######## ex_mem_stage ########
==> ex_mem_stage/class_map.png <==
Drawn at 3 px/um.
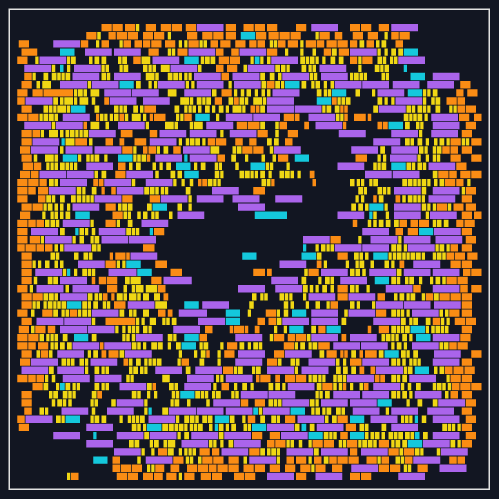

$ cat src/rtl/mips_pkg.sv
// Shared definitions for the MIPS pipeline slice: ALU status bit positions,
// exception cause codes, default widths and the EX/MEM fault decoder.
package mips_pkg;

   localparam int DATA_W_DEF = 32;
   localparam int DEST_W_DEF = 5;
   localparam int STAT_W_DEF = 8;

   // ALU status bit indices
   localparam int STAT_ZERO     = 7;
   localparam int STAT_OVF      = 6;
   localparam int STAT_GROW     = 5;
   localparam int STAT_NEG      = 4;
   localparam int STAT_MISALIGN = 3;
   localparam int STAT_DIV0     = 2;

   typedef enum logic [4:0] {
      EXC_NONE = 5'd0,
      EXC_ADEL = 5'd4,
      EXC_ADES = 5'd5,
      EXC_OV   = 5'd12,
      EXC_DIVZ = 5'd15
   } exc_code_e;

   // Priority: load misalign, store misalign, divide-by-zero, trapping overflow.
   function automatic logic [4:0] decode_fault(
      input logic misalign,
      input logic div0,
      input logic ovf,
      input logic mem_read,
      input logic mem_write,
      input logic trap_ovf
   );
      logic [4:0] code;
      code = EXC_NONE;
      if (misalign && mem_read)       code = EXC_ADEL;
      else if (misalign && mem_write) code = EXC_ADES;
      else if (div0)                  code = EXC_DIVZ;
      else if (ovf && trap_ovf)       code = EXC_OV;
      return code;
   endfunction

endpackage

$ cat src/rtl/skid_buffer.sv
// Generic 2-entry valid/ready payload buffer with a registered in_ready.
// Ports: clk, rst_n (async active-low), flush (sync, drops both entries),
//        in_valid/in_ready/in_data (upstream), out_valid/out_ready/out_data
//        (downstream, out_data is the main register).
module skid_buffer #(
   parameter int W = 8
) (
   input  logic         clk,
   input  logic         rst_n,
   input  logic         flush,
   input  logic         in_valid,
   output logic         in_ready,
   input  logic [W-1:0] in_data,
   output logic         out_valid,
   input  logic         out_ready,
   output logic [W-1:0] out_data
);

   logic         main_valid_q, main_valid_d;
   logic [W-1:0] main_data_q,  main_data_d;
   logic         skid_valid_q, skid_valid_d;
   logic [W-1:0] skid_data_q,  skid_data_d;
   logic         in_ready_q,   in_ready_d;
   logic         in_xfer, out_xfer;

   assign in_xfer  = in_valid & in_ready_q;
   assign out_xfer = main_valid_q & out_ready;

   always_comb begin
      main_valid_d = main_valid_q;
      main_data_d  = main_data_q;
      skid_valid_d = skid_valid_q;
      skid_data_d  = skid_data_q;
      if (flush) begin
         main_valid_d = 1'b0;
         skid_valid_d = 1'b0;
      end else if (skid_valid_q) begin
         // in_ready is low while skid holds data, so no input can arrive here
         if (out_xfer) begin
            main_data_d  = skid_data_q;
            skid_valid_d = 1'b0;
         end
      end else if (!main_valid_q || out_xfer) begin
         main_valid_d = in_xfer;
         if (in_xfer) main_data_d = in_data;
      end else if (in_xfer) begin
         skid_valid_d = 1'b1;
         skid_data_d  = in_data;
      end
      in_ready_d = ~skid_valid_d;
   end

   always_ff @(posedge clk or negedge rst_n) begin
      if (!rst_n) begin
         main_valid_q <= 1'b0;
         main_data_q  <= '0;
         skid_valid_q <= 1'b0;
         skid_data_q  <= '0;
         in_ready_q   <= 1'b1;
      end else begin
         main_valid_q <= main_valid_d;
         main_data_q  <= main_data_d;
         skid_valid_q <= skid_valid_d;
         skid_data_q  <= skid_data_d;
         in_ready_q   <= in_ready_d;
      end
   end

   assign in_ready  = in_ready_q;
   assign out_valid = main_valid_q;
   assign out_data  = main_data_q;

endmodule

$ cat src/rtl/ex_mem_stage.sv
// EX/MEM pipeline boundary. Captures ALU result/status plus side-band control
// into a 2-entry skid buffer, decodes status into a precise exception code at
// capture, gates architectural side effects of faulting entries and keeps a
// sticky first-cause/EPC record for CP0.
// Ports: in_* (EX side, valid/ready), out_* (MEM side, valid/ready),
//        exc_valid/exc_code (fault of presented entry), sticky_* (first
//        committed fault), exc_clear, flush, clk, rst_n (async active-low).
module ex_mem_stage
   import mips_pkg::*;
#(
   parameter int DATA_W = DATA_W_DEF,
   parameter int DEST_W = DEST_W_DEF,
   parameter int STAT_W = STAT_W_DEF
) (
   input  logic              clk,
   input  logic              rst_n,
   input  logic              flush,
   input  logic              in_valid,
   output logic              in_ready,
   input  logic [DATA_W-1:0] in_result,
   input  logic [STAT_W-1:0] in_status,
   input  logic [DATA_W-1:0] in_rt_data,
   input  logic [DATA_W-1:0] in_pc,
   input  logic [DEST_W-1:0] in_dest,
   input  logic              in_reg_write,
   input  logic              in_mem_read,
   input  logic              in_mem_write,
   input  logic              in_trap_ovf,
   output logic              out_valid,
   input  logic              out_ready,
   output logic [DATA_W-1:0] out_result,
   output logic [DATA_W-1:0] out_rt_data,
   output logic [DATA_W-1:0] out_pc,
   output logic [DEST_W-1:0] out_dest,
   output logic              out_reg_write,
   output logic              out_mem_read,
   output logic              out_mem_write,
   output logic              out_zero,
   output logic              exc_valid,
   output logic [4:0]        exc_code,
   output logic              sticky_valid,
   output logic [4:0]        sticky_code,
   output logic [DATA_W-1:0] sticky_epc,
   input  logic              exc_clear
);

   localparam int PAY_W = 3*DATA_W + DEST_W + 4 + 5;

   logic [PAY_W-1:0] in_pay, out_pay;
   logic [4:0]       in_code, pay_code;
   logic             pay_reg_write, pay_mem_read, pay_mem_write, pay_fault;
   logic             out_xfer, capture;
   logic             status_unused;

   logic              sticky_valid_q, sticky_valid_d;
   logic [4:0]        sticky_code_q,  sticky_code_d;
   logic [DATA_W-1:0] sticky_epc_q,   sticky_epc_d;

   // grow/neg and the low status bits are informational only
   assign status_unused = ^in_status;

   assign in_code = decode_fault(in_status[STAT_MISALIGN], in_status[STAT_DIV0],
                                 in_status[STAT_OVF], in_mem_read, in_mem_write,
                                 in_trap_ovf);

   assign in_pay = {in_result, in_rt_data, in_pc, in_dest, in_reg_write,
                    in_mem_read, in_mem_write, in_status[STAT_ZERO], in_code};

   skid_buffer #(.W(PAY_W)) u_buf (
      .clk       (clk),
      .rst_n     (rst_n),
      .flush     (flush),
      .in_valid  (in_valid),
      .in_ready  (in_ready),
      .in_data   (in_pay),
      .out_valid (out_valid),
      .out_ready (out_ready),
      .out_data  (out_pay)
   );

   assign {out_result, out_rt_data, out_pc, out_dest, pay_reg_write,
           pay_mem_read, pay_mem_write, out_zero, pay_code} = out_pay;

   assign pay_fault     = |pay_code;
   assign out_reg_write = pay_reg_write & ~pay_fault;
   assign out_mem_read  = pay_mem_read  & ~pay_fault;
   assign out_mem_write = pay_mem_write & ~pay_fault;
   assign exc_valid     = out_valid & pay_fault;
   assign exc_code      = out_valid ? pay_code : 5'd0;

   // Capture also fires against a same-cycle clear so the newer cause wins.
   assign out_xfer = out_valid & out_ready;
   assign capture  = out_xfer & pay_fault & (~sticky_valid_q | exc_clear);

   always_comb begin
      sticky_valid_d = sticky_valid_q;
      sticky_code_d  = sticky_code_q;
      sticky_epc_d   = sticky_epc_q;
      if (capture) begin
         sticky_valid_d = 1'b1;
         sticky_code_d  = pay_code;
         sticky_epc_d   = out_pc;
      end else if (exc_clear) begin
         sticky_valid_d = 1'b0;
      end
   end

   always_ff @(posedge clk or negedge rst_n) begin
      if (!rst_n) begin
         sticky_valid_q <= 1'b0;
         sticky_code_q  <= 5'd0;
         sticky_epc_q   <= '0;
      end else begin
         sticky_valid_q <= sticky_valid_d;
         sticky_code_q  <= sticky_code_d;
         sticky_epc_q   <= sticky_epc_d;
      end
   end

   assign sticky_valid = sticky_valid_q;
   assign sticky_code  = sticky_code_q;
   assign sticky_epc   = sticky_epc_q;

endmodule

$ cat config.mk
export PLATFORM = sky130hd
export DESIGN_NAME = ex_mem_stage
export DESIGN_NICKNAME = d
export VERILOG_FILES = /design/src/rtl/mips_pkg.sv /design/src/rtl/skid_buffer.sv /design/src/rtl/ex_mem_stage.sv
export SDC_FILE = /design/constraint.sdc
export NUM_CORES = 1
export LEC_CHECK = 0
export ABC_AREA = 1
export CAP_MARGIN = 25
export CORE_MARGIN = 2
export CORE_UTILIZATION = 50
export CTS_BUF_LIST = sky130_fd_sc_hd__clkbuf_8
export CTS_CLUSTER_DIAMETER = 80
export DETAILED_ROUTE_END_ITERATION = 6
export GPL_TIMING_DRIVEN = 0
export PLACE_DENSITY = 0.82
export RECOVER_POWER = 50
export SLEW_MARGIN = 40
export SYNTH_ARGS = -nofsm -noshare
export SYNTH_HDL_FRONTEND = slang
export SYNTH_SLANG_ARGS = --single-unit
$ cat constraint.sdc
create_clock -name clk -period 2 [get_ports clk]
set_clock_uncertainty 0.05 [all_clocks]
set_input_delay 0.2 -clock clk [delete_from_list [all_inputs] [get_ports clk]]
set_output_delay 0.2 -clock clk [all_outputs]
set_load 0.005 [all_outputs]
######## core_mem_stage ########
==> src/rtl/core_pkg.sv <==
// ============================================================================
// Module   : core_pkg
// Brief    : RV32I opcodes, load/store funct3 encodings and MEM-stage FSM states
// Revision : 1.0
// ============================================================================
`default_nettype none

package core_pkg;

    localparam logic [6:0] OPCODE_LOAD   = 7'b0000011;
    localparam logic [6:0] OPCODE_STORE  = 7'b0100011;
    localparam logic [6:0] OPCODE_R      = 7'b0110011;
    localparam logic [6:0] OPCODE_BRANCH = 7'b1100011;
    localparam logic [6:0] OPCODE_AUIPC  = 7'b0010111;

    localparam logic [2:0] F3_LB  = 3'd0;
    localparam logic [2:0] F3_LH  = 3'd1;
    localparam logic [2:0] F3_LW  = 3'd2;
    localparam logic [2:0] F3_LBU = 3'd4;
    localparam logic [2:0] F3_LHU = 3'd5;

    localparam logic [2:0] F3_SB  = 3'd0;
    localparam logic [2:0] F3_SH  = 3'd1;
    localparam logic [2:0] F3_SW  = 3'd2;

    typedef enum logic [1:0] {
        IDLE = 2'd0,
        REQ  = 2'd1,
        WAIT = 2'd2
    } mem_state_e;

endpackage

`default_nettype wire

==> src/rtl/lsu_align.sv <==
// ============================================================================
// Module   : lsu_align
// Brief    : Combinational load extraction/extension and store lane replication
// Revision : 1.0
// ============================================================================
`default_nettype none

module lsu_align
    import core_pkg::*;
(
    input  logic [2:0]  funct3,
    input  logic        is_store,
    input  logic [1:0]  addr_lo,
    input  logic [31:0] store_data,
    input  logic [31:0] rdata,
    output logic [31:0] wdata,
    output logic [3:0]  be,
    output logic [31:0] load_data,
    output logic        misaligned
);

    logic [31:0] w_shifted;

    assign w_shifted = rdata >> {addr_lo, 3'b000};

    always_comb begin
        load_data = rdata;
        case (funct3)
            F3_LB:   load_data = {{24{w_shifted[7]}}, w_shifted[7:0]};
            F3_LH:   load_data = {{16{w_shifted[15]}}, w_shifted[15:0]};
            F3_LBU:  load_data = {24'd0, w_shifted[7:0]};
            F3_LHU:  load_data = {16'd0, w_shifted[15:0]};
            default: load_data = rdata;
        endcase
    end

    // Reserved funct3 values are reported as misaligned so no request is issued.
    always_comb begin
        wdata      = store_data;
        be         = 4'b0000;
        misaligned = 1'b0;
        if (is_store) begin
            case (funct3)
                F3_SB: begin
                    wdata = {4{store_data[7:0]}};
                    be    = 4'b0001 << addr_lo;
                end
                F3_SH: begin
                    wdata      = {2{store_data[15:0]}};
                    be         = 4'b0011 << addr_lo;
                    misaligned = addr_lo[0];
                end
                F3_SW: begin
                    be         = 4'b1111;
                    misaligned = |addr_lo;
                end
                default: misaligned = 1'b1;
            endcase
        end else begin
            case (funct3)
                F3_LB, F3_LBU: misaligned = 1'b0;
                F3_LH, F3_LHU: misaligned = addr_lo[0];
                F3_LW:         misaligned = |addr_lo;
                default:       misaligned = 1'b1;
            endcase
        end
    end

endmodule

`default_nettype wire

==> src/rtl/core_mem_stage.sv <==
// ============================================================================
// Module   : core_mem_stage
// Brief    : Memory-access stage: dmem req/gnt/rvalid FSM, stall and MEM/WB register
// Revision : 1.0
// ============================================================================
`default_nettype none

module core_mem_stage
    import core_pkg::*;
#(
    parameter int XLEN = 32,
    parameter int BE_W = XLEN / 8
) (
    input  logic            i_clk,
    input  logic            i_rst,
    input  logic            i_valid,
    input  logic [6:0]      i_opcode,
    input  logic [2:0]      i_funct3,
    input  logic [4:0]      i_rd,
    input  logic            i_reg_write,
    input  logic [XLEN-1:0] i_alu_result,
    input  logic [XLEN-1:0] i_store_data,
    output logic            o_stall,
    output logic            o_dmem_req,
    output logic            o_dmem_we,
    output logic [XLEN-1:0] o_dmem_addr,
    output logic [BE_W-1:0] o_dmem_be,
    output logic [XLEN-1:0] o_dmem_wdata,
    input  logic            i_dmem_gnt,
    input  logic            i_dmem_rvalid,
    input  logic [XLEN-1:0] i_dmem_rdata,
    output logic            o_wb_valid,
    output logic [4:0]      o_wb_rd,
    output logic            o_wb_reg_write,
    output logic [XLEN-1:0] o_wb_rd_din,
    output logic            o_misaligned
);

    mem_state_e r_state;
    mem_state_e w_state_nxt;

    logic            w_is_load;
    logic            w_is_store;
    logic            w_is_mem;
    logic            w_misaligned;
    logic            w_issue;
    logic            w_wb_we;
    logic [XLEN-1:0] w_wdata;
    logic [BE_W-1:0] w_be;
    logic [XLEN-1:0] w_load_data;

    assign w_is_load  = i_valid && (i_opcode == OPCODE_LOAD);
    assign w_is_store = i_valid && (i_opcode == OPCODE_STORE);
    assign w_is_mem   = w_is_load || w_is_store;
    assign w_issue    = w_is_mem && !w_misaligned;

    lsu_align u_lsu_align (
        .funct3     (i_funct3),
        .is_store   (w_is_store),
        .addr_lo    (i_alu_result[1:0]),
        .store_data (i_store_data),
        .rdata      (i_dmem_rdata),
        .wdata      (w_wdata),
        .be         (w_be),
        .load_data  (w_load_data),
        .misaligned (w_misaligned)
    );

    always_comb begin
        w_state_nxt = r_state;
        o_dmem_req  = 1'b0;
        o_stall     = 1'b0;
        case (r_state)
            IDLE: begin
                if (w_issue) begin
                    o_dmem_req  = 1'b1;
                    o_stall     = 1'b1;
                    w_state_nxt = i_dmem_gnt ? WAIT : REQ;
                end
            end
            REQ: begin
                o_dmem_req = 1'b1;
                o_stall    = 1'b1;
                if (i_dmem_gnt) begin
                    w_state_nxt = WAIT;
                end
            end
            WAIT: begin
                // Stall releases in the rvalid cycle so EX/MEM advances on that edge.
                o_stall = !i_dmem_rvalid;
                if (i_dmem_rvalid) begin
                    w_state_nxt = IDLE;
                end
            end
            default: w_state_nxt = IDLE;
        endcase
        if (i_rst) begin
            o_dmem_req = 1'b0;
            o_stall    = 1'b0;
        end
    end

    assign o_dmem_we    = o_dmem_req && w_is_store;
    assign o_dmem_addr  = o_dmem_req ? {i_alu_result[XLEN-1:2], 2'b00} : '0;
    assign o_dmem_be    = o_dmem_req ? w_be : '0;
    assign o_dmem_wdata = o_dmem_req ? w_wdata : '0;

    assign w_wb_we = i_valid && i_reg_write && (i_rd != 5'd0) && !w_is_store
                     && !(w_is_mem && w_misaligned);

    always_ff @(posedge i_clk or posedge i_rst) begin
        if (i_rst) begin
            r_state        <= IDLE;
            o_wb_valid     <= 1'b0;
            o_wb_rd        <= 5'd0;
            o_wb_reg_write <= 1'b0;
            o_wb_rd_din    <= '0;
            o_misaligned   <= 1'b0;
        end else begin
            r_state      <= w_state_nxt;
            o_misaligned <= !o_stall && w_is_mem && w_misaligned;
            if (!o_stall) begin
                o_wb_valid     <= i_valid;
                o_wb_rd        <= i_rd;
                o_wb_reg_write <= w_wb_we;
                o_wb_rd_din    <= w_is_load ? w_load_data : i_alu_result;
            end
        end
    end

endmodule

`default_nettype wire

==> config.mk <==
export PLATFORM = sky130hd
export DESIGN_NAME = core_mem_stage
export DESIGN_NICKNAME = d
export VERILOG_FILES = /design/src/rtl/core_pkg.sv /design/src/rtl/lsu_align.sv /design/src/rtl/core_mem_stage.sv
export SDC_FILE = /design/constraint.sdc
export NUM_CORES = 1
export LEC_CHECK = 0
export CAP_MARGIN = 20
export CORE_ASPECT_RATIO = 1.75
export CORE_MARGIN = 1.5
export CORE_UTILIZATION = 39
export DETAILED_ROUTE_END_ITERATION = 10
export PLACE_DENSITY = 0.95
export SETUP_SLACK_MARGIN = 0.1
export SYNTH_ARGS = -nofsm -noshare
export SYNTH_HDL_FRONTEND = slang
export SYNTH_SLANG_ARGS = --single-unit
==> constraint.sdc <==
create_clock -name i_clk -period 6.1 [get_ports i_clk]
set_input_delay 0.61 -clock i_clk [delete_from_list [all_inputs] [get_ports i_clk]]
set_output_delay 0.61 -clock i_clk [all_outputs]
set_load 0.05 [all_outputs]
######## pipe_mem_wb_buf ########
===== src/rtl/pipe_mem_wb_buf.sv =====
// pipe_mem_wb_buf: elastic MEM/WB queue carrying up to NCH register writes
// per retiring instruction. The memory stage pushes with a valid/ready
// handshake and write-back pops the head. Write enables are filtered when an
// entry is pushed: x0 writes are suppressed, and when two channels hit the
// same index only the higher channel keeps its enable. An entry whose enables
// all end up cleared can optionally be dropped instead of stored.
module pipe_mem_wb_buf #(
  parameter int DATA_W     = 32,
  parameter int ADDR_W     = 5,
  parameter int NCH        = 2,
  parameter int DEPTH      = 2,
  parameter int DROP_EMPTY = 1,
  parameter int ZERO_REG   = 1
) (
  input  logic                       clk_in,
  input  logic                       rst_in,
  input  logic                       rdy_in,
  input  logic                       flush_in,
  input  logic                       mem_valid,
  output logic                       mem_ready,
  input  logic [NCH-1:0]             mem_we,
  input  logic [NCH*ADDR_W-1:0]      mem_w_addr,
  input  logic [NCH*DATA_W-1:0]      mem_w_data,
  output logic                       wb_valid,
  input  logic                       wb_ready,
  output logic [NCH-1:0]             wb_we,
  output logic [NCH*ADDR_W-1:0]      wb_w_addr,
  output logic [NCH*DATA_W-1:0]      wb_w_data,
  output logic [$clog2(DEPTH+1)-1:0] count,
  output logic                       busy_out
);

  localparam int PTR_W = $clog2(DEPTH);
  localparam int CNT_W = $clog2(DEPTH + 1);
  localparam logic [PTR_W-1:0] PTR_ONE  = PTR_W'(1);
  localparam logic [CNT_W-1:0] CNT_ONE  = CNT_W'(1);
  localparam logic [CNT_W-1:0] CNT_FULL = CNT_W'(DEPTH);

  // Applies x0 suppression first, then conflict resolution; the
  // conflict pass only considers enables that survived the x0 pass.
  function automatic logic [NCH-1:0] filter_we(
    input logic [NCH-1:0]        we,
    input logic [NCH*ADDR_W-1:0] addr
  );
    logic [NCH-1:0] zero_s;
    logic [NCH-1:0] res_s;
    zero_s = we;
    if (ZERO_REG != 0) begin
      for (int i = 0; i < NCH; i++) begin
        if (addr[i*ADDR_W +: ADDR_W] == {ADDR_W{1'b0}}) begin
          zero_s[i] = 1'b0;
        end
      end
    end
    res_s = zero_s;
    for (int i = 0; i < NCH; i++) begin
      for (int j = i + 1; j < NCH; j++) begin
        if (zero_s[i] && zero_s[j] &&
            (addr[i*ADDR_W +: ADDR_W] == addr[j*ADDR_W +: ADDR_W])) begin
          res_s[i] = 1'b0;
        end
      end
    end
    return res_s;
  endfunction

  logic [NCH-1:0]        we_mem_r   [DEPTH];
  logic [NCH*ADDR_W-1:0] addr_mem_r [DEPTH];
  logic [NCH*DATA_W-1:0] data_mem_r [DEPTH];

  logic [PTR_W-1:0] rd_ptr_r;
  logic [PTR_W-1:0] wr_ptr_r;
  logic [CNT_W-1:0] count_r;

  logic [NCH-1:0] filt_we_s;
  logic           push_hs_s;
  logic           store_s;
  logic           pop_s;

  assign mem_ready = (count_r != CNT_FULL);
  assign wb_valid  = (count_r != {CNT_W{1'b0}});
  assign busy_out  = wb_valid;
  assign count     = count_r;

  // Handshake qualification and push-time enable filtering.
  always_comb begin
    filt_we_s = filter_we(mem_we, mem_w_addr);
    push_hs_s = mem_valid & mem_ready & rdy_in & ~flush_in;
    pop_s     = wb_valid & wb_ready & rdy_in & ~flush_in;
    if ((DROP_EMPTY != 0) && (filt_we_s == {NCH{1'b0}})) begin
      store_s = 1'b0;
    end else begin
      store_s = push_hs_s;
    end
  end

  // Head outputs read from storage, forced to zero while the queue is empty.
  always_comb begin
    wb_we     = {NCH{1'b0}};
    wb_w_addr = {(NCH*ADDR_W){1'b0}};
    wb_w_data = {(NCH*DATA_W){1'b0}};
    if (wb_valid) begin
      wb_we     = we_mem_r[rd_ptr_r];
      wb_w_addr = addr_mem_r[rd_ptr_r];
      wb_w_data = data_mem_r[rd_ptr_r];
    end else begin
      wb_we     = {NCH{1'b0}};
    end
  end

  // Queue storage; contents need no reset because count gates visibility.
  always_ff @(posedge clk_in) begin
    if (store_s) begin
      we_mem_r[wr_ptr_r]   <= filt_we_s;
      addr_mem_r[wr_ptr_r] <= mem_w_addr;
      data_mem_r[wr_ptr_r] <= mem_w_data;
    end
  end

  // Pointer and occupancy update; flush wins over push and pop.
  always_ff @(posedge clk_in or negedge rst_in) begin
    if (!rst_in) begin
      rd_ptr_r <= {PTR_W{1'b0}};
      wr_ptr_r <= {PTR_W{1'b0}};
      count_r  <= {CNT_W{1'b0}};
    end else if (rdy_in) begin
      if (flush_in) begin
        rd_ptr_r <= {PTR_W{1'b0}};
        wr_ptr_r <= {PTR_W{1'b0}};
        count_r  <= {CNT_W{1'b0}};
      end else begin
        if (store_s) begin
          wr_ptr_r <= wr_ptr_r + PTR_ONE;
        end
        if (pop_s) begin
          rd_ptr_r <= rd_ptr_r + PTR_ONE;
        end
        if (store_s && !pop_s) begin
          count_r <= count_r + CNT_ONE;
        end else if (pop_s && !store_s) begin
          count_r <= count_r - CNT_ONE;
        end
      end
    end
  end

endmodule


===== config.mk =====
export PLATFORM = sky130hd
export DESIGN_NAME = pipe_mem_wb_buf
export DESIGN_NICKNAME = d
export VERILOG_FILES = /design/src/rtl/pipe_mem_wb_buf.sv
export SDC_FILE = /design/constraint.sdc
export NUM_CORES = 1
export LEC_CHECK = 0
export ABC_AREA = 0
export CORE_ASPECT_RATIO = 1.2
export CORE_UTILIZATION = 48
export DETAILED_ROUTE_END_ITERATION = 7
export PLACE_DENSITY_LB_ADDON = 0.1
export SLEW_MARGIN = 20
export SYNTH_ARGS = -nofsm -noshare
export SYNTH_HDL_FRONTEND = slang
export SYNTH_SLANG_ARGS = --single-unit
export TNS_END_PERCENT = 100

===== constraint.sdc =====
create_clock -name clk_in -period 6.2 [get_ports clk_in]
set_input_delay 0.62 -clock clk_in [delete_from_list [all_inputs] [get_ports clk_in]]
set_output_delay 0.62 -clock clk_in [all_outputs]
set_load 0.03 [all_outputs]


==> screenshots <==
Cell sizes after repair.
shot_01.png
Drawn at 3 px/um.
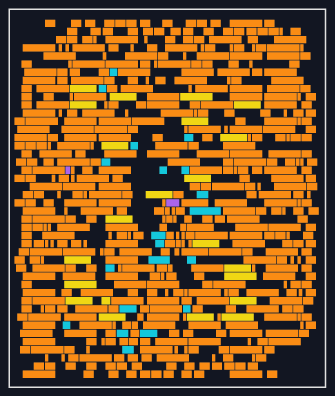
shot_02.png
Drawn at 2 px/um.
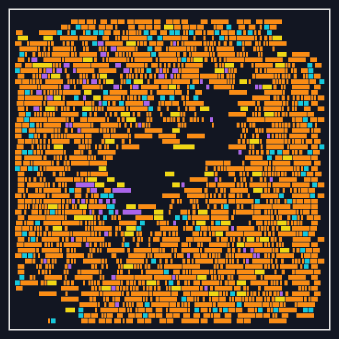
shot_03.png
Drawn at 4 px/um.
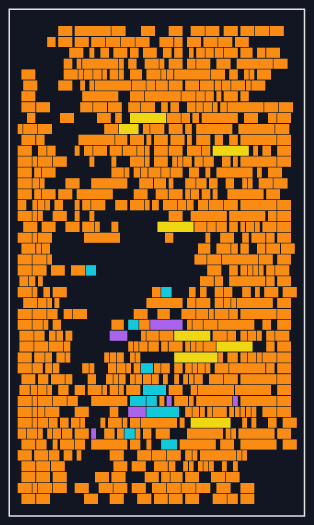
- smallest die: shot_03.png
core_mem_stage is shot_03.png.
ex_mem_stage is shot_02.png.
pipe_mem_wb_buf is shot_01.png.

Key to shot_02.png:
Key: x3 and x4 = cyan [cells 115]; x2 = purple [cells 73]; x6 and larger = yellow [cells 77]; x1 and smaller = orange [cells 1,526]

==> ex_mem_stage/m3.png <==
Drawn at 1.5 px/um. Cells faint in the background.
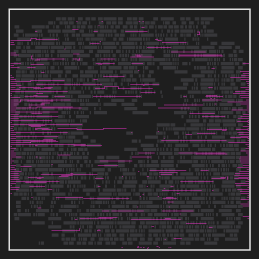
The wires run mostly horizontal. 240 nets have wire on it.
Total Wirelength: 32.53 mm
overall via count from detail_route: 10,520
GR Util met3: 5.522%

About ex_mem_stage/class_map.png:
Key: remaining logic cells = yellow [cells 998]; remaining buffers and delay cells = orange [cells 460]; registers = purple [cells 258]; clock drivers and dummy loads = cyan [cells 75]

==> flow_metrics.tcl, ex_mem_stage <==
# yosys + openroad results
set metrics [dict create \
    htree_levels 2 \
    route.met3.wl_mm 2.501 \
    num_ports 270 \
    top_power_group "registers" \
    comb_cell_power_mw 4.77 \
    hp-class "in -> async" \
    via_count_of_the_first_global_routing_pass 10540 \
    post_drt_wl_per_cell_um 15.41 \
    mux_share_pct 0 \
    status "finished clean" \
    finalWeightedCongestion 0.8249 \
    placed_cells 2031 \
    sequentialPowerShare_pct 43.9 \
    post-synth-top-count-cell "sky130_fd_sc_hd__nand2_1" \
    postSynthSeqShare_pct 53.38 \
    inverters_excl_clock 156 \
    worstPathCellList "buf_4, nand2_1, inv_1, clkdlybuf4s50_1" \
    die_w_um 159.5 \
    cts_tree "yes" \
    lay_top_count "sky130_fd_sc_hd__nand2_1" \
    synth.lib_cells_used.distinct 26 \
]
==> core_mem_stage/class_map.png <==
Drawn at 4 px/um.
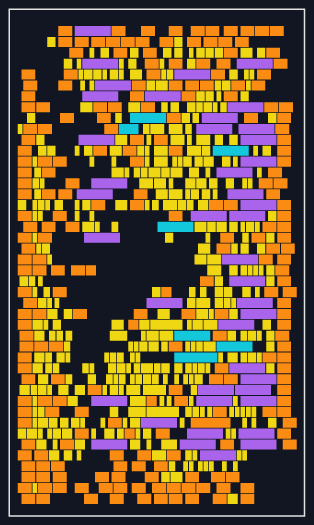
Key: clock drivers and dummy loads = cyan [cells 7]; remaining logic cells = yellow [cells 366]; remaining buffers and delay cells = orange [cells 231]; registers = purple [cells 42]
Core Rows: 44
Layout Cell Area excl Fill: 5799 um^2
area of the core: 8368 um^2
Finished Core Util: 69.30%
Seq/total area: 18.12%

==> flow_metrics.tcl, core_mem_stage <==
# yosys + openroad results
set metrics [dict create \
    final.min_clock_period_ps 4714 \
    fin_worst_setup_slack_ps 1386 \
    number_of_setup_violations_in_the_final_report 0 \
    die_area_um2 9278 \
    cts_made_buffers 5 \
    status "finished clean" \
    met2RoutedLength_mm 7.610 \
    yosys_most_used_dff "sky130_fd_sc_hd__dfrtp_1" \
    biggestRegsByFlops "o_wb_rd_din x32, o_wb_rd x5, r_state x2" \
    grtUsageMet1_pct 29.62 \
    globalRouteMet2Util_pct 56.23 \
    max_freq_mhz 212.2 \
    via_per_inst 5.645 \
    internal-power_mw 0.6156 \
    diodes 0 \
    hpwl_mm 10.52 \
    postSynthAreaPerCell_um2 7.513 \
    report.final.slew_viol_count 0 \
    post_synth_instance_area_um2 3388 \
    gr_util_met3_pct 5.083 \
    ys_cells 451 \
    mux_share_pct 5.096 \
    signal_buffer_area_fraction_pct 39.96 \
    crit_path_end "o_dmem_addr[12]" \
    postSynthSeqShare_pct 31.02 \
    ctsRootBufferMaster "sky130_fd_sc_hd__clkbuf_16" \
    worst_path_most_repeated_cell "sky130_fd_sc_hd__clkdlybuf4s50_1" \
    clock_path_buffers 2 \
    antenna_violations_before_repair 0 \
]
==> pipe_mem_wb_buf/placed.png <==
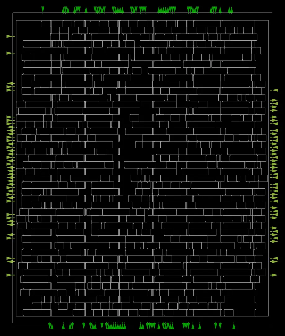
area of the core: 12,220 um^2
number of flip-flops and latches: 156
number of tap cells added at floorplan: 161
Fill cells: 869

==> flow_metrics.tcl, pipe_mem_wb_buf <==
# yosys + openroad results
set metrics [dict create \
    grt_start_max_net_pins 77 \
    worst_path_required_ps 5580 \
    mux_share_pct 12.80 \
    seqCellArea_um2 4668 \
    grt.busiest_layer "met2" \
    inverters_excl_clock 4 \
    biggestCellCategory "sequential cells" \
    clock_buffers 18 \
    status "finished clean" \
    timing.clock.skew_ps 6.656 \
    signal_buffer_area_fraction_pct 19.39 \
    clock_power_share_pct 40.7 \
    met1Wirelength_mm 4.884 \
    grtUsageMet1_pct 22.60 \
    simple_gate_area_share_pct 6.318 \
    die_w_um 104.9 \
    fin_worst_setup_slack_ps 2588 \
    ctsRootBufferMaster "sky130_fd_sc_hd__clkbuf_16" \
    fp_util_pct 49.91 \
    yosys.area.top_type_share_pct 74.83 \
    ant_nets 0 \
    worst_slack_after_detailed_placement_ps 2413 \
    die.size.y_um 125.5 \
    numPortBuffers 162 \
    final.hold.worst_slack_ps 420.0 \
    layout.clock.cell_area_share_pct 7.330 \
]


## Gallery

Where the registers sit.
picture 1
Drawn at 3 px/um.
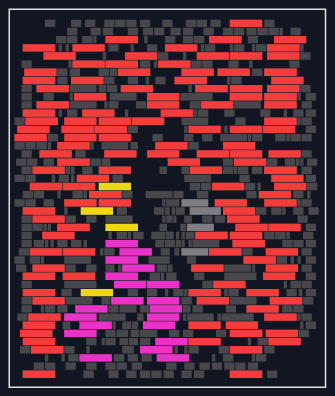
picture 2
Drawn at 4 px/um.
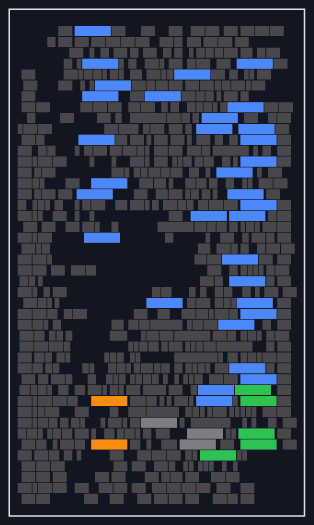
picture 3
Drawn at 2 px/um.
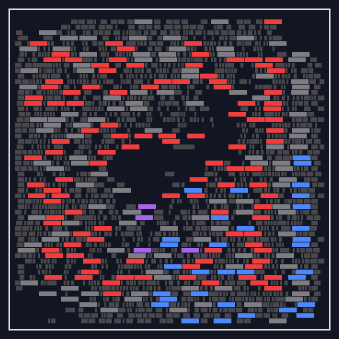
| picture | from |
|---|---|
| picture 3 | ex_mem_stage |
| picture 1 | pipe_mem_wb_buf |
| picture 2 | core_mem_stage |

